==================== block 1
$ cat src/rtl/branch_predict_resolve_pkg.sv
// branch_predict_resolve_pkg: opcode, funct3 and BHT counter constants shared by the branch unit
package branch_predict_resolve_pkg;
  localparam logic [6:0] OPC_BRANCH = 7'b1100011;
  localparam logic [6:0] OPC_JAL    = 7'b1101111;
  localparam logic [6:0] OPC_JALR   = 7'b1100111;
  localparam logic [2:0] FNC_BEQ  = 3'b000;
  localparam logic [2:0] FNC_BNE  = 3'b001;
  localparam logic [2:0] FNC_BLT  = 3'b100;
  localparam logic [2:0] FNC_BGE  = 3'b101;
  localparam logic [2:0] FNC_BLTU = 3'b110;
  localparam logic [2:0] FNC_BGEU = 3'b111;
  localparam logic [1:0] CNT_SNT = 2'b00;
  localparam logic [1:0] CNT_WNT = 2'b01;
  localparam logic [1:0] CNT_WT  = 2'b10;
  localparam logic [1:0] CNT_ST  = 2'b11;
  function automatic logic [1:0] cnt_next(input logic [1:0] c, input logic t);
    return t ? ((c == CNT_ST) ? CNT_ST : c + 2'd1) : ((c == CNT_SNT) ? CNT_SNT : c - 2'd1);
  endfunction
endpackage

$ cat src/rtl/branch_predict_resolve_if.sv
// branch_predict_resolve_if: fetch-predict and execute-resolve signals between pipeline and branch unit
interface branch_predict_resolve_if #(parameter int XLEN = 32, parameter int STAT_W = 32);
  logic [XLEN-1:0]   f_pc;
  logic              f_pred_taken;
  logic              x_valid;
  logic [6:0]        x_opcode;
  logic [2:0]        x_funct3;
  logic [XLEN-1:0]   x_pc;
  logic [XLEN-1:0]   x_rs1;
  logic [XLEN-1:0]   x_rs2;
  logic [XLEN-1:0]   x_target;
  logic              x_pred_taken;
  logic              redirect_valid;
  logic [XLEN-1:0]   redirect_pc;
  logic              illegal_br;
  logic [STAT_W-1:0] br_count;
  logic [STAT_W-1:0] mispred_count;
  modport master (output f_pc, x_valid, x_opcode, x_funct3, x_pc, x_rs1, x_rs2, x_target, x_pred_taken,
                  input f_pred_taken, redirect_valid, redirect_pc, illegal_br, br_count, mispred_count);
  modport slave  (input f_pc, x_valid, x_opcode, x_funct3, x_pc, x_rs1, x_rs2, x_target, x_pred_taken,
                  output f_pred_taken, redirect_valid, redirect_pc, illegal_br, br_count, mispred_count);
endinterface

$ cat src/rtl/branch_predict_resolve_compare.sv
// branch_compare: combinational branch condition evaluation from funct3 and operands
module branch_compare #(parameter int XLEN = 32) (
  input  logic [2:0]      i_funct3,
  input  logic [XLEN-1:0] i_rs1,
  input  logic [XLEN-1:0] i_rs2,
  output logic            o_taken,
  output logic            o_illegal
);
  logic w_lt;
  logic w_base;
  // funct3[2] selects less-than over equality, funct3[1] unsigned, funct3[0] inverts
  assign w_lt      = i_funct3[1] ? (i_rs1 < i_rs2) : ($signed(i_rs1) < $signed(i_rs2));
  assign w_base    = i_funct3[2] ? w_lt : (i_rs1 == i_rs2);
  assign o_illegal = i_funct3[2:1] == 2'b01;
  assign o_taken   = o_illegal ? 1'b0 : w_base ^ i_funct3[0];
endmodule

$ cat src/rtl/branch_predict_resolve.sv
// branch_predict_resolve: BHT prediction at fetch, branch/jump resolution and redirect at execute
module branch_predict_resolve
  import branch_predict_resolve_pkg::*;
#(
  parameter int         XLEN         = 32,
  parameter int         BHT_IDX_BITS = 6,
  parameter logic [1:0] CNT_INIT     = CNT_WNT,
  parameter int         STAT_W       = 32
) (
  input logic clk,
  input logic rst_n,
  branch_predict_resolve_if.slave bus
);
  localparam int N = 1 << BHT_IDX_BITS;
  logic [1:0]              r_bht [N];
  logic                    r_redirect_valid;
  logic [XLEN-1:0]         r_redirect_pc;
  logic                    r_illegal;
  logic [STAT_W-1:0]       r_br;
  logic [STAT_W-1:0]       r_mis;
  logic [BHT_IDX_BITS-1:0] w_fidx;
  logic [BHT_IDX_BITS-1:0] w_xidx;
  logic                    w_taken;
  logic                    w_illegal;
  logic                    w_ev;
  logic                    w_br;
  logic                    w_jmp;
  logic                    w_res;
  logic                    w_mis;
  branch_compare #(.XLEN(XLEN)) u_cmp (
    .i_funct3 (bus.x_funct3),
    .i_rs1    (bus.x_rs1),
    .i_rs2    (bus.x_rs2),
    .o_taken  (w_taken),
    .o_illegal(w_illegal)
  );
  assign w_fidx = bus.f_pc[BHT_IDX_BITS+1:2];
  assign w_xidx = bus.x_pc[BHT_IDX_BITS+1:2];
  // the instruction behind a redirect is wrong-path and must not touch state
  assign w_ev  = bus.x_valid & ~r_redirect_valid;
  assign w_br  = w_ev & (bus.x_opcode == OPC_BRANCH);
  assign w_jmp = w_ev & ((bus.x_opcode == OPC_JAL) | (bus.x_opcode == OPC_JALR));
  assign w_res = w_br & ~w_illegal;
  assign w_mis = w_res & (w_taken != bus.x_pred_taken);
  assign bus.f_pred_taken   = r_bht[w_fidx][1];
  assign bus.redirect_valid = r_redirect_valid;
  assign bus.redirect_pc    = r_redirect_pc;
  assign bus.illegal_br     = r_illegal;
  assign bus.br_count       = r_br;
  assign bus.mispred_count  = r_mis;
  always_ff @(posedge clk) begin
    if (!rst_n) begin
      for (int i = 0; i < N; i++) r_bht[i] <= CNT_INIT;
      r_redirect_valid <= 1'b0;
      r_redirect_pc    <= '0;
      r_illegal        <= 1'b0;
      r_br             <= '0;
      r_mis            <= '0;
    end else begin
      r_redirect_valid <= w_mis | w_jmp;
      r_illegal        <= w_br & w_illegal;
      if (w_mis | w_jmp) r_redirect_pc <= (w_jmp | w_taken) ? bus.x_target : bus.x_pc + XLEN'(4);
      if (w_res) r_bht[w_xidx] <= cnt_next(r_bht[w_xidx], w_taken);
      if (w_res && !(&r_br)) r_br <= r_br + STAT_W'(1);
      if (w_mis && !(&r_mis)) r_mis <= r_mis + STAT_W'(1);
    end
  end
endmodule
$ cat src/flat_wrapper.sv
// flat-port wrapper written by rule: the top's interface ports become plain ports
module branch_predict_resolve_flat import branch_predict_resolve_pkg::*;
#(
  parameter int         XLEN         = 32,
  parameter int         BHT_IDX_BITS = 6,
  parameter logic [1:0] CNT_INIT     = CNT_WNT,
  parameter int         STAT_W       = 32
)
  (clk, rst_n, bus_f_pc, bus_x_valid, bus_x_opcode, bus_x_funct3, bus_x_pc, bus_x_rs1, bus_x_rs2, bus_x_target, bus_x_pred_taken, bus_f_pred_taken, bus_redirect_valid, bus_redirect_pc, bus_illegal_br, bus_br_count, bus_mispred_count);
  branch_predict_resolve_if #(.XLEN(XLEN), .STAT_W(STAT_W)) bus_i ();
  input logic clk;
  input logic rst_n;
  input wire logic [$bits(bus_i.f_pc)-1:0] bus_f_pc;
  input wire logic [$bits(bus_i.x_valid)-1:0] bus_x_valid;
  input wire logic [$bits(bus_i.x_opcode)-1:0] bus_x_opcode;
  input wire logic [$bits(bus_i.x_funct3)-1:0] bus_x_funct3;
  input wire logic [$bits(bus_i.x_pc)-1:0] bus_x_pc;
  input wire logic [$bits(bus_i.x_rs1)-1:0] bus_x_rs1;
  input wire logic [$bits(bus_i.x_rs2)-1:0] bus_x_rs2;
  input wire logic [$bits(bus_i.x_target)-1:0] bus_x_target;
  input wire logic [$bits(bus_i.x_pred_taken)-1:0] bus_x_pred_taken;
  output wire logic [$bits(bus_i.f_pred_taken)-1:0] bus_f_pred_taken;
  output wire logic [$bits(bus_i.redirect_valid)-1:0] bus_redirect_valid;
  output wire logic [$bits(bus_i.redirect_pc)-1:0] bus_redirect_pc;
  output wire logic [$bits(bus_i.illegal_br)-1:0] bus_illegal_br;
  output wire logic [$bits(bus_i.br_count)-1:0] bus_br_count;
  output wire logic [$bits(bus_i.mispred_count)-1:0] bus_mispred_count;
  assign bus_i.f_pc = bus_f_pc;
  assign bus_i.x_valid = bus_x_valid;
  assign bus_i.x_opcode = bus_x_opcode;
  assign bus_i.x_funct3 = bus_x_funct3;
  assign bus_i.x_pc = bus_x_pc;
  assign bus_i.x_rs1 = bus_x_rs1;
  assign bus_i.x_rs2 = bus_x_rs2;
  assign bus_i.x_target = bus_x_target;
  assign bus_i.x_pred_taken = bus_x_pred_taken;
  assign bus_f_pred_taken = bus_i.f_pred_taken;
  assign bus_redirect_valid = bus_i.redirect_valid;
  assign bus_redirect_pc = bus_i.redirect_pc;
  assign bus_illegal_br = bus_i.illegal_br;
  assign bus_br_count = bus_i.br_count;
  assign bus_mispred_count = bus_i.mispred_count;
  branch_predict_resolve #(.XLEN(XLEN), .BHT_IDX_BITS(BHT_IDX_BITS), .CNT_INIT(CNT_INIT), .STAT_W(STAT_W)) u_core (.clk(clk), .rst_n(rst_n), .bus(bus_i));
endmodule
$ cat config.mk
export PLATFORM = sky130hd
export DESIGN_NAME = branch_predict_resolve_flat
export DESIGN_NICKNAME = d
export VERILOG_FILES = /design/src/rtl/branch_predict_resolve_pkg.sv /design/src/rtl/branch_predict_resolve_if.sv /design/src/rtl/branch_predict_resolve_compare.sv /design/src/rtl/branch_predict_resolve.sv /design/src/flat_wrapper.sv
export SDC_FILE = /design/constraint.sdc
export NUM_CORES = 1
export LEC_CHECK = 0
export CAP_MARGIN = 25
export CELL_PAD_IN_SITES_DETAIL_PLACEMENT = 1
export CELL_PAD_IN_SITES_GLOBAL_PLACEMENT = 2
export CORE_UTILIZATION = 33
export CTS_BUF_LIST = sky130_fd_sc_hd__clkbuf_4 sky130_fd_sc_hd__clkbuf_8
export CTS_CLUSTER_SIZE = 20
export DETAILED_ROUTE_END_ITERATION = 7
export PLACE_DENSITY = 0.9
export REMOVE_ABC_BUFFERS = 1
export SYNTH_ARGS = -nofsm -noshare
export SYNTH_HDL_FRONTEND = slang
export SYNTH_SLANG_ARGS = --single-unit
$ cat constraint.sdc
create_clock -name clk -period 5.4 [get_ports clk]
set_clock_uncertainty 0.15 [all_clocks]
set_input_delay 1.08 -clock clk [delete_from_list [all_inputs] [get_ports clk]]
set_output_delay 1.08 -clock clk [all_outputs]
set_load 0.03 [all_outputs]
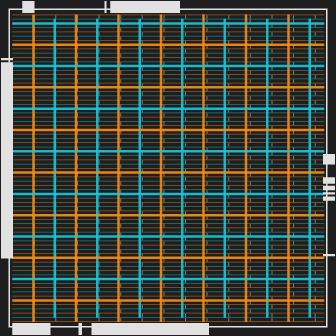
**Above:** block 1 (floorplan with the power grid).
Pins as bars on the die edge. Tap cells in gray.
legend:
  orange:
    net: VSS
  cyan:
    net: VDD
met1 rails: 73
met4 straps: 14
CORE AREA: 0.03901 mm²
Max IR drop VDD: 0.1418 mV
Die H: 201.7 µm

==> ci_impl_report.md <==
## Implementation flow summary

| Metric | Value |
|---|---|
| CTS max path bufs | `3` |
| Clk tree area frac | `0.05442` |
| Syn avg cell area | `9.569 µm²` |
| Hold path endpoint | `u_core.bus.redirect_pc[5]` |
| Crit end category | `output pin` |
| Logic area | `0.006636 mm²` |
| Clock power share | `0.426` |
| Yosys aoi share | `0.1326` |
| NumNets Final | `1808` |
| Final core utilization | `0.4385` |
| Slowest-stage cell, CP | `clkdlybuf4s50_1` |
| Yosys xor share | `0.03262` |
| First-pass GRT wire length | `71.65 mm` |
| Top routing layer used | `met5` |
| GPL Wtd Cong | `0.8247` |
| Layout area overhead | `30.00%` |
| Cell mode on critical path | `mux4_2` |
| CP cell instances | `clkdlybuf4s50_1 > buf_12 > mux4_2 > mux4_2 > mux4_2 > clkdlybuf4s50_1` |
| Most flops, register | `u_core.r_bht` |
| R2r setup slk | `1710 ps` |
| Most instantiated logic cell after routing | `clkdlybuf4s50_1` |
| Tap cells | `518` |
| DIE AREA | `0.04067 mm²` |
| Final worst path period need | `5185 ps` |
| Setup CP Type | `primary input to output pin` |
| Outcome | `finished clean` |
| CTS tree | `done` |
| Max reg flops | `128` |
| Final hold violation count | `0` |
| Wire per inst | `21.45 µm` |
| Flop pwr share | `0.429` |
| Most instantiated logic cells after routing | `245 x clkdlybuf4s50_1, 128 x edfxtp_1, 125 x nand2_1, 121 x nand3_1, 98 x dfxtp_1` |
| Yosys warning total | `0` |
| GRT busiest layer | `met2` |
| EDFF count, synth | `128` |

==================== block 2
**Block 2: floorplan with the power grid**

Pins as bars on the die edge. Tap cells in gray.
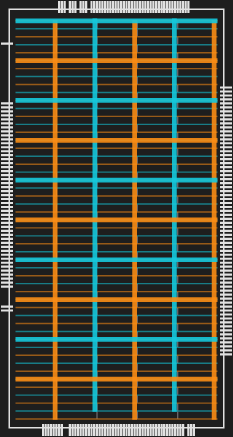
### config.mk
export PLATFORM = sky130hd
export DESIGN_NAME = ex_mem_stage
export DESIGN_NICKNAME = d
export VERILOG_FILES = /design/src/rtl/ex_mem_stage.sv
export SDC_FILE = /design/constraint.sdc
export NUM_CORES = 1
export LEC_CHECK = 0
export CORE_ASPECT_RATIO = 2
export CORE_MARGIN = 1.5
export CORE_UTILIZATION = 43
export DETAILED_ROUTE_END_ITERATION = 12
export GPL_TIMING_DRIVEN = 0
export PLACE_DENSITY_LB_ADDON = 0.15
export RECOVER_POWER = 100
export SYNTH_ARGS = -nofsm -noshare
export SYNTH_HDL_FRONTEND = slang
export SYNTH_SLANG_ARGS = --single-unit
### constraint.sdc
create_clock -name clk -period 3.1 [get_ports clk]
set_input_delay 0.62 -clock clk [delete_from_list [all_inputs] [get_ports clk]]
set_output_delay 0.62 -clock clk [all_outputs]
set_load 0.01 [all_outputs]
### src/rtl/ex_mem_stage.sv
// EX/MEM pipeline register: ALU result capture, BEQ/BNE resolution, redirect and squash.
// Optional branch/bubble counters are built when EX_MEM_STATS_EN is defined.
module ex_mem_stage #(
    parameter int DATA_W       = 32,
    parameter int REG_ADDR_W   = 5,
    parameter int SQUASH_DEPTH = 2
) (
    input  logic                  clk,
    input  logic                  rst,
    input  logic                  in_valid,
    input  logic                  stall,
    input  logic                  flush,
    input  logic [DATA_W-1:0]     alu_result,
    input  logic                  alu_zero,
    input  logic [DATA_W-1:0]     rt_data,
    input  logic [DATA_W-1:0]     branch_target,
    input  logic                  is_beq,
    input  logic                  is_bne,
    input  logic [REG_ADDR_W-1:0] dest_reg,
    input  logic                  reg_write,
    input  logic                  mem_read,
    input  logic                  mem_write,
    output logic                  out_valid,
    output logic [DATA_W-1:0]     out_result,
    output logic [DATA_W-1:0]     out_store_data,
    output logic [REG_ADDR_W-1:0] out_dest_reg,
    output logic                  out_reg_write,
    output logic                  out_mem_read,
    output logic                  out_mem_write,
`ifdef EX_MEM_STATS_EN
    output logic [31:0]           taken_cnt,
    output logic [31:0]           bubble_cnt,
`endif
    output logic                  pc_redirect,
    output logic [DATA_W-1:0]     pc_target
);

    localparam logic [1:0] SQ_INIT = 2'(SQUASH_DEPTH);

    logic [1:0] squash_cnt;
    logic       eff_valid;
    logic       capture;
    logic       taken;

    // Slot is real only outside the wrong-path window; BEQ+BNE together is not a branch.
    assign eff_valid = in_valid && (squash_cnt == 2'd0);
    assign capture   = !flush && !stall;
    assign taken     = eff_valid &&
                       ((is_beq && !is_bne && alu_zero) ||
                        (is_bne && !is_beq && !alu_zero));

    // MEM slot registers: flush bubbles the controls, stall holds everything.
    always_ff @(posedge clk) begin
        if (rst) begin
            out_valid      <= 1'b0;
            out_result     <= '0;
            out_store_data <= '0;
            out_dest_reg   <= '0;
            out_reg_write  <= 1'b0;
            out_mem_read   <= 1'b0;
            out_mem_write  <= 1'b0;
        end else if (flush) begin
            out_valid      <= 1'b0;
            out_reg_write  <= 1'b0;
            out_mem_read   <= 1'b0;
            out_mem_write  <= 1'b0;
        end else if (!stall) begin
            out_valid      <= eff_valid;
            out_result     <= alu_result;
            out_store_data <= rt_data;
            out_dest_reg   <= dest_reg;
            out_reg_write  <= reg_write && eff_valid;
            out_mem_read   <= mem_read && eff_valid;
            out_mem_write  <= mem_write && eff_valid;
        end
    end

    // Redirect is a single-cycle pulse; the target persists until the next taken branch.
    always_ff @(posedge clk) begin
        if (rst) begin
            pc_redirect <= 1'b0;
            pc_target   <= '0;
        end else begin
            pc_redirect <= capture && taken;
            if (capture && taken) begin
                pc_target <= branch_target;
            end
        end
    end

    // Wrong-path window: counts down only on accepted valid slots.
    always_ff @(posedge clk) begin
        if (rst) begin
            squash_cnt <= 2'd0;
        end else if (capture) begin
            if (taken) begin
                squash_cnt <= SQ_INIT;
            end else if (in_valid && squash_cnt != 2'd0) begin
                squash_cnt <= squash_cnt - 2'd1;
            end
        end
    end

`ifdef EX_MEM_STATS_EN
    // Event counters for taken branches and bubbles written into MEM.
    always_ff @(posedge clk) begin
        if (rst) begin
            taken_cnt  <= '0;
            bubble_cnt <= '0;
        end else begin
            if (capture && taken) begin
                taken_cnt <= taken_cnt + 32'd1;
            end
            if (flush || (!stall && !eff_valid)) begin
                bubble_cnt <= bubble_cnt + 32'd1;
            end
        end
    end
`endif

endmodule

==> ci_impl_report.md <==
## Implementation flow summary

| Metric | Value |
|---|---|
| Outcome | `finished clean` |
| Post-DP HPWL | `9.435 mm` |
| Yosys warning total | `0` |
| Post-synth mux share | `0.08174` |
| Final period util | `0.7607` |
| Synth area leaders | `dfxtp_1 52%, nand2_1 13%, nand2b_1 9.6%` |
| CP Capture Point | `out_store_data[23]` |
| YS chip area | `0.004179 mm²` |
| Post CTS Setup Buffer Count | `0` |
| Most instantiated logic cells after routing | `141 x nand2_1, 108 x clkdlybuf4s50_1, 108 x dfxtp_1, 107 x dlygate4sd3_1, 73 x a21oi_1` |
| Final setup margin | `741.8 ps` |
| Routed Wire Length | `12.00 mm` |
| Filler instances | `765` |
| Final non-clock buffer share | `0.3506` |
| Class of the worst hold path | `flop to flop` |
| Crit path DAT | `2630 ps` |
| Synth area leader | `dfxtp_1` |
| CP peak stage delay | `570 ps` |
| ANT nets after route | `0` |
| Slowest-stage cell, CP | `dlygate4sd3_1` |
Notes on 'floorplan with the power grid' of block 2 above:
legend:
  orange:
    net: VSS
  cyan:
    net: VDD
met1 rails: 51
rows: 50
met5 straps: 10
Die H: 142.4 µm
Die X: 72.71 µm
CORE AREA: 0.009384 mm²


==================== block 3
==> config.mk <==
export PLATFORM = sky130hd
export DESIGN_NAME = thermo_decoder_flat
export DESIGN_NICKNAME = d
export VERILOG_FILES = /design/src/rtl/thermo_decoder_if.sv /design/src/rtl/thermo_decoder.sv /design/src/flat_wrapper.sv
export SDC_FILE = /design/constraint.sdc
export NUM_CORES = 1
export LEC_CHECK = 0
export ABC_AREA = 1
export CORE_UTILIZATION = 50
export DETAILED_ROUTE_END_ITERATION = 16
export PLACE_DENSITY_LB_ADDON = 0.2
export SYNTH_ARGS = -nofsm -noshare
export SYNTH_HDL_FRONTEND = slang
export SYNTH_SLANG_ARGS = --single-unit
==> constraint.sdc <==
create_clock -name clk -period 2 [get_ports clk]
set_input_delay 0.5 -clock clk [delete_from_list [all_inputs] [get_ports clk]]
set_output_delay 0.5 -clock clk [all_outputs]
set_load 0.01 [all_outputs]
==> src/rtl/thermo_decoder_if.sv <==
`default_nettype none
// +----------------------------------------------------------------------------+
// | thermo_decoder_if : thermometer-in / binary-out bus for thermo_decoder     |
// | Rev 1.0                                                                    |
// +----------------------------------------------------------------------------+
interface thermo_decoder_if #(
    parameter int WIDTH   = 15,
    parameter int COUNT_W = 4,
    parameter int ERR_W   = 8
);
    logic               in_valid;
    logic [WIDTH-1:0]   thermo;
    logic               out_valid;
    logic [COUNT_W-1:0] count;
    logic               bubble_err;
    logic               stable;
    logic [ERR_W-1:0]   err_count;

    modport master (
        output in_valid, thermo,
        input  out_valid, count, bubble_err, stable, err_count
    );

    modport slave (
        input  in_valid, thermo,
        output out_valid, count, bubble_err, stable, err_count
    );
endinterface
`default_nettype wire

==> src/rtl/thermo_decoder.sv <==
`default_nettype none
// +----------------------------------------------------------------------------+
// | thermo_decoder : 2-stage thermometer-to-binary decoder with bubble,        |
// | stability and error tracking. THERMO_BUBBLE_FIX_EN selects popcount decode.|
// | Rev 1.0                                                                    |
// +----------------------------------------------------------------------------+
module thermo_decoder #(
    parameter int WIDTH    = 15,
    parameter int COUNT_W  = 4,
    parameter int STABLE_N = 4,
    parameter int ERR_W    = 8
) (
    input  logic            clk,
    input  logic            rst,
    thermo_decoder_if.slave bus
);
    localparam logic [3:0]       C_STABLE_N = 4'(STABLE_N);
    localparam logic [ERR_W-1:0] C_ERR_MAX  = '1;

    logic [WIDTH-1:0]   r_thermo1;
    logic               r_bubble1;
    logic               r_v1;

    logic [COUNT_W-1:0] r_count;
    logic               r_bubble_err;
    logic               r_out_valid;
    logic               r_stable;
    logic [3:0]         r_sc;
    logic [ERR_W-1:0]   r_err_count;

    logic               w_bubble;
    logic [COUNT_W-1:0] w_count;
    logic [3:0]         w_sc_nxt;

    // A bubble is any 1 sitting directly above a 0.
    assign w_bubble = |(bus.thermo[WIDTH-1:1] & ~bus.thermo[WIDTH-2:0]);

    always_ff @(posedge clk) begin
        if (rst) begin
            r_thermo1 <= '0;
            r_bubble1 <= 1'b0;
            r_v1      <= 1'b0;
        end else begin
            r_v1 <= bus.in_valid;
            if (bus.in_valid) begin
                r_thermo1 <= bus.thermo;
                r_bubble1 <= w_bubble;
            end
        end
    end

`ifdef THERMO_BUBBLE_FIX_EN
    always_comb begin
        w_count = '0;
        for (int i = 0; i < WIDTH; i++) begin
            w_count = w_count + COUNT_W'(r_thermo1[i]);
        end
    end
`else
    always_comb begin
        w_count = '0;
        for (int i = 0; i < WIDTH; i++) begin
            if (r_thermo1[i]) begin
                w_count = COUNT_W'(i + 1);
            end
        end
    end
`endif

    // sc == 0 only right after reset, so it marks "no previous valid count".
    always_comb begin
        w_sc_nxt = r_sc;
        if ((r_sc == 4'd0) || (w_count != r_count)) begin
            w_sc_nxt = 4'd1;
        end else if (r_sc < C_STABLE_N) begin
            w_sc_nxt = r_sc + 4'd1;
        end
    end

    always_ff @(posedge clk) begin
        if (rst) begin
            r_out_valid  <= 1'b0;
            r_count      <= '0;
            r_bubble_err <= 1'b0;
            r_sc         <= 4'd0;
            r_stable     <= 1'b0;
            r_err_count  <= '0;
        end else begin
            r_out_valid <= r_v1;
            if (r_v1) begin
                r_count      <= w_count;
                r_bubble_err <= r_bubble1;
                r_sc         <= w_sc_nxt;
                r_stable     <= (w_sc_nxt == C_STABLE_N);
                if (r_bubble1 && (r_err_count != C_ERR_MAX)) begin
                    r_err_count <= r_err_count + 1'b1;
                end
            end
        end
    end

    assign bus.out_valid  = r_out_valid;
    assign bus.count      = r_count;
    assign bus.bubble_err = r_bubble_err;
    assign bus.stable     = r_stable;
    assign bus.err_count  = r_err_count;
endmodule
`default_nettype wire

==> src/flat_wrapper.sv <==
// flat-port wrapper written by rule: the top's interface ports become plain ports
module thermo_decoder_flat 
#(
    parameter int WIDTH    = 15,
    parameter int COUNT_W  = 4,
    parameter int STABLE_N = 4,
    parameter int ERR_W    = 8
)
  (clk, rst, bus_in_valid, bus_thermo, bus_out_valid, bus_count, bus_bubble_err, bus_stable, bus_err_count);
  thermo_decoder_if #(.WIDTH(WIDTH), .COUNT_W(COUNT_W), .ERR_W(ERR_W)) bus_i ();
  input  logic clk;
  input  logic rst;
  input wire logic [$bits(bus_i.in_valid)-1:0] bus_in_valid;
  input wire logic [$bits(bus_i.thermo)-1:0] bus_thermo;
  output wire logic [$bits(bus_i.out_valid)-1:0] bus_out_valid;
  output wire logic [$bits(bus_i.count)-1:0] bus_count;
  output wire logic [$bits(bus_i.bubble_err)-1:0] bus_bubble_err;
  output wire logic [$bits(bus_i.stable)-1:0] bus_stable;
  output wire logic [$bits(bus_i.err_count)-1:0] bus_err_count;
  assign bus_i.in_valid = bus_in_valid;
  assign bus_i.thermo = bus_thermo;
  assign bus_out_valid = bus_i.out_valid;
  assign bus_count = bus_i.count;
  assign bus_bubble_err = bus_i.bubble_err;
  assign bus_stable = bus_i.stable;
  assign bus_err_count = bus_i.err_count;
  thermo_decoder #(.WIDTH(WIDTH), .COUNT_W(COUNT_W), .STABLE_N(STABLE_N), .ERR_W(ERR_W)) u_core (.clk(clk), .rst(rst), .bus(bus_i));
endmodule
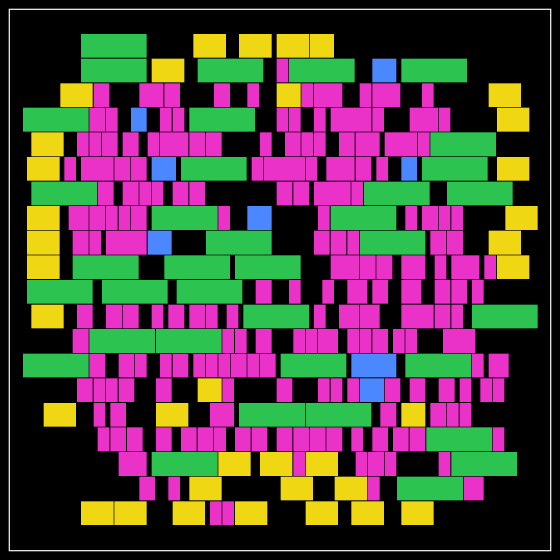
**Above:** block 3 (placed cells, one color a class).
legend:
  magenta:
    class: all other logic
    cells: 186
    share_of_their_area: 45%
  green:
    class: flops
    cells: 36
    share_of_their_area: 35%
  blue:
    class: clock drivers and dummy loads
    cells: 8
    share_of_their_area: 3.0%
  yellow:
    class: other buffers and delay cells
    cells: 36
    share_of_their_area: 17%
final core utilization: 0.6802
CORE AREA: 0.003103 mm²
final instance area: 0.002111 mm²
Site Rows: 20

==> ci_impl_report.md <==
## Implementation flow summary

| Metric | Value |
|---|---|
| Outcome | `finished clean` |
| # hold bufs at CTS | `0` |
| Max reg flops | `15` |
| Clk sinks | `36` |
| NumNets Final | `286` |
| Antenna violations before repair | `0` |
| Final worst path period need | `1838 ps` |
| Yosys warning total | `0` |
| Ant diodes | `0` |
| M1 wire length | `1.691 mm` |
| Post CTS Setup Buffer Count | `0` |
| Sw Share | `0.2674` |
| Synth cell types | `26` |
| Top routing layer used | `met4` |
| Class of the worst hold path | `flop to flop` |
| Adder share | `0.02252` |
| Multi-input gates | `152` |
| Routed Wire Length | `3.425 mm` |
| Crit path launch type | `flop` |
| Yosys xor share | `0.01051` |
| Top Ports | `33` |
| Fraction of layout cells with a size suffix above 1 | `0.1015` |
| Seq share, synth | `0.4324` |
| GPL Wtd Cong | `0.8103` |
| Top cell type's share of synthesized area | `0.4324` |
| Inverter count | `34` |
| DRC viols | `0` |
| Slowest-stage cell, CP | `clkdlybuf4s50_1` |
| Top FF cell, synth | `dfxtp_1` |
| Largest net degree at the start of global routing | `26` |
| Power, Total | `1.395 mW` |
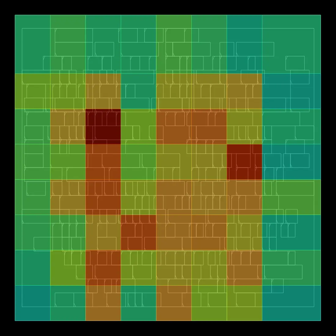
**Above:** block 3 (congestion heat map).
GRT busiest layer: met2
met1 track demand over resource: 0.2720
wire per inst: 11.05 µm
GR Layer Usage met3: 0.04545


==================== block 4
## src/rtl/ram_rd_stream_pkg.sv

```systemverilog
// ram_rd_stream_pkg: state encoding and count-width rule
// shared by the RAM streaming engines.
package ram_rd_stream_pkg;

  typedef enum logic [1:0] {
    IDLE  = 2'd0,
    RUN   = 2'd1,
    DRAIN = 2'd2
  } state_t;

  // Word counts need one bit above the address to express a full sweep.
  function automatic int cnt_w(input int aw);
    return aw + 1;
  endfunction

endpackage

```

## src/rtl/ram_rd_stream.sv

```systemverilog
// ram_rd_stream: walks a RAM address range and streams words out.
// Optional abort input enabled by RAM_RD_STREAM_ABORT_EN.
module ram_rd_stream
  import ram_rd_stream_pkg::*;
#(
  parameter int DATAWIDTH = 8,
  parameter int ADDRWIDTH = 9
) (
  input  logic                        clk,
  input  logic                        reset,
  input  logic                        start,
  input  logic [ADDRWIDTH-1:0]        start_addr,
  input  logic [cnt_w(ADDRWIDTH)-1:0] len,
  output logic                        busy,
  output logic                        done,
  output logic [ADDRWIDTH-1:0]        ram_addr,
  input  logic [DATAWIDTH-1:0]        ram_rd_data,
  output logic [DATAWIDTH-1:0]        out_data,
  output logic                        out_valid,
`ifdef RAM_RD_STREAM_ABORT_EN
  input  logic                        abort,
`endif
  input  logic                        out_ready
);

  localparam int CW = cnt_w(ADDRWIDTH);

  state_t               state_q, state_d;
  logic [ADDRWIDTH-1:0] addr_q, addr_d;
  logic [CW-1:0]        remain_q, remain_d;
  logic [DATAWIDTH-1:0] data_q, data_d;
  logic                 valid_q, valid_d;
  logic                 done_q, done_d;
  logic                 fetch;
  logic                 abort_hit;

`ifdef RAM_RD_STREAM_ABORT_EN
  assign abort_hit = abort && (state_q != IDLE);
`else
  assign abort_hit = 1'b0;
`endif

  // A new word is pulled only when the output slot is free or draining.
  assign fetch = (remain_q != '0) && (!valid_q || out_ready);

  always_comb begin
    state_d  = state_q;
    addr_d   = addr_q;
    remain_d = remain_q;
    data_d   = data_q;
    valid_d  = valid_q;
    done_d   = 1'b0;
    unique case (state_q)
      IDLE: begin
        if (start) begin
          addr_d   = start_addr;
          remain_d = len;
          state_d  = (len == '0) ? DRAIN : RUN;
        end
      end
      RUN: begin
        if (fetch) begin
          data_d   = ram_rd_data;
          valid_d  = 1'b1;
          addr_d   = addr_q + ADDRWIDTH'(1);
          remain_d = remain_q - CW'(1);
          if (remain_q == CW'(1)) state_d = DRAIN;
        end else if (valid_q && out_ready) begin
          valid_d = 1'b0;
        end
      end
      DRAIN: begin
        if (!valid_q || out_ready) begin
          valid_d = 1'b0;
          done_d  = 1'b1;
          state_d = IDLE;
        end
      end
      default: state_d = IDLE;
    endcase
    // Abort wins over any handshake in the same cycle.
    if (abort_hit) begin
      valid_d  = 1'b0;
      remain_d = '0;
      done_d   = 1'b1;
      state_d  = IDLE;
    end
  end

  always_ff @(posedge clk) begin
    if (reset) begin
      state_q  <= IDLE;
      addr_q   <= '0;
      remain_q <= '0;
      data_q   <= '0;
      valid_q  <= 1'b0;
      done_q   <= 1'b0;
    end else begin
      state_q  <= state_d;
      addr_q   <= addr_d;
      remain_q <= remain_d;
      data_q   <= data_d;
      valid_q  <= valid_d;
      done_q   <= done_d;
    end
  end

  assign busy      = (state_q != IDLE);
  assign done      = done_q;
  assign ram_addr  = addr_q;
  assign out_data  = data_q;
  assign out_valid = valid_q;

endmodule

```

## config.mk

```make
export PLATFORM = sky130hd
export DESIGN_NAME = ram_rd_stream
export DESIGN_NICKNAME = d
export VERILOG_FILES = /design/src/rtl/ram_rd_stream_pkg.sv /design/src/rtl/ram_rd_stream.sv
export SDC_FILE = /design/constraint.sdc
export NUM_CORES = 1
export LEC_CHECK = 0
export CORE_ASPECT_RATIO = 1.25
export CORE_MARGIN = 2
export CORE_UTILIZATION = 25
export DETAILED_ROUTE_END_ITERATION = 10
export MAX_ROUTING_LAYER = met4
export PLACE_DENSITY = 0.55
export SYNTH_ARGS = -nofsm -noshare
export SYNTH_HDL_FRONTEND = slang
export SYNTH_SLANG_ARGS = --single-unit
```

## constraint.sdc

```tcl
create_clock -name clk -period 2 [get_ports clk]
set_clock_uncertainty 0.05 [all_clocks]
set_input_delay 0.5 -clock clk [delete_from_list [all_inputs] [get_ports clk]]
set_output_delay 0.5 -clock clk [all_outputs]
set_load 0.02 [all_outputs]
```

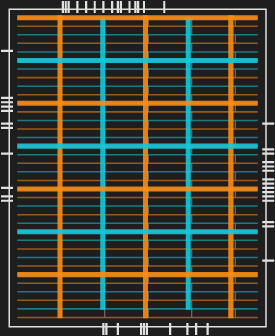
**Above:** block 4 (floorplan with the power grid).
Pins as bars on the die edge. Tap cells in gray.
legend:
  cyan:
    net: VDD
  orange:
    net: VSS
met5 straps: 7
met1 rails: 36
rows: 35
signal pins: 51
tap cells: 92
Max IR drop VDD: 0.7135 mV
Die X: 81.08 µm

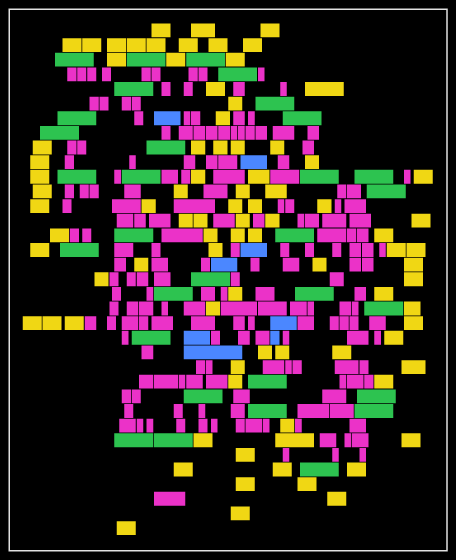
**Above:** block 4 (placed cells, one color a class).
legend:
  green:
    class: flops
    cells: 31
    share_of_their_area: 22%
  magenta:
    class: all other logic
    cells: 180
    share_of_their_area: 44%
  yellow:
    class: other buffers and delay cells
    cells: 86
    share_of_their_area: 29%
  blue:
    class: clock drivers and dummy loads
    cells: 8
    share_of_their_area: 4.2%
final core utilization: 0.3976
CORE AREA: 0.007269 mm²
Site Rows: 35

==> ci_impl_report.md <==
## Implementation flow summary

| Metric | Value |
|---|---|
| CP peak stage delay | `390 ps` |
| Worst r2r path cells | `8` |
| NumNets Final | `338` |
| Register Area | `620.6 µm²` |
| CTS tree | `done` |
| Filler instances | `791` |
| M1 wire length | `2.808 mm` |
| Cts bufs inserted | `5` |
| Fraction of layout cells with a size suffix above 1 | `0.2361` |
| Top Ports | `51` |
| Commonest cells in the netlist | `31 x dfxtp_1, 29 x a21oi_1, 21 x nand2_1` |
| ANT nets after route | `0` |
| Outcome | `finished clean` |
| Post-synth mux share | `0.01685` |
| Yosys aoi share | `0.3416` |
| Largest logic family | `AND-OR/OR-AND gates` |
| Fmax | `519.0 MHz` |
| EDFF count, synth | `0` |
| Most instantiated logic cell after routing | `clkdlybuf4s50_1` |
| Placed inst area | `0.002648 mm²` |
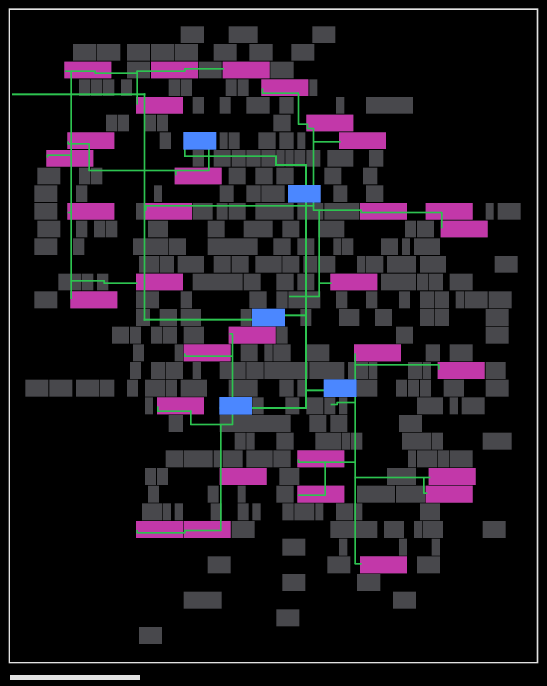
**Above:** block 4 (clock distribution).
Bar = 20 µm.
legend:
  green:
    item: clock wires
    length: 522 µm
  magenta:
    item: flip-flops
    count: 31
  blue:
    item: cells driving clock nets
    count: 5
routed clock nets: 6
flops lie: widely spread
clock power share: 0.128
clk latency of the worst-skew pair: 290 ps



==> gallery <==
Clock distribution.
(a)
Bar = 20 µm.
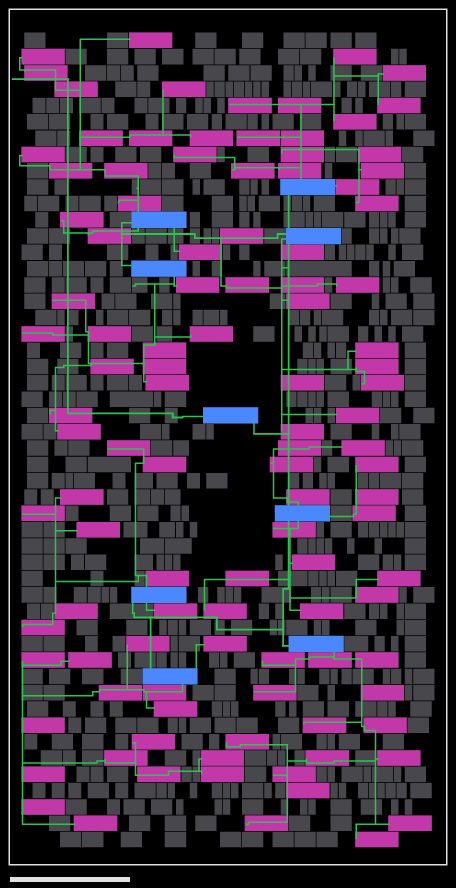
(b)
Bar = 20 µm.
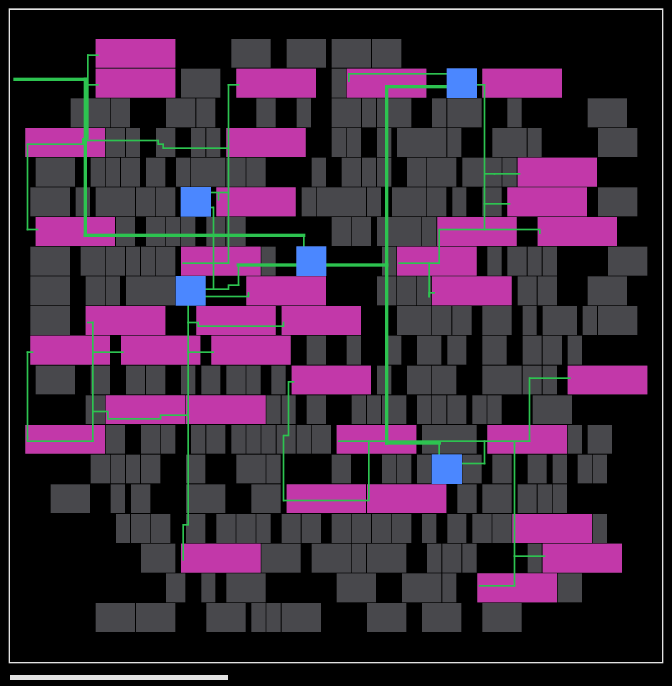
(c)
Bar = 50 µm.
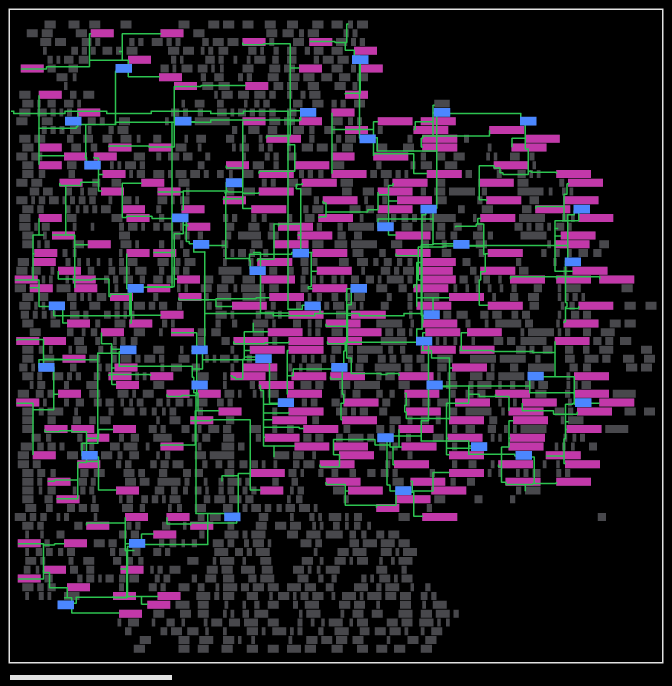
- block 1 = (c)
- block 3 = (b)
- block 2 = (a)
The one with the smallest die is (b).
The one with the most sequential cells is (c).

Power and IR drop assume default switching activity.
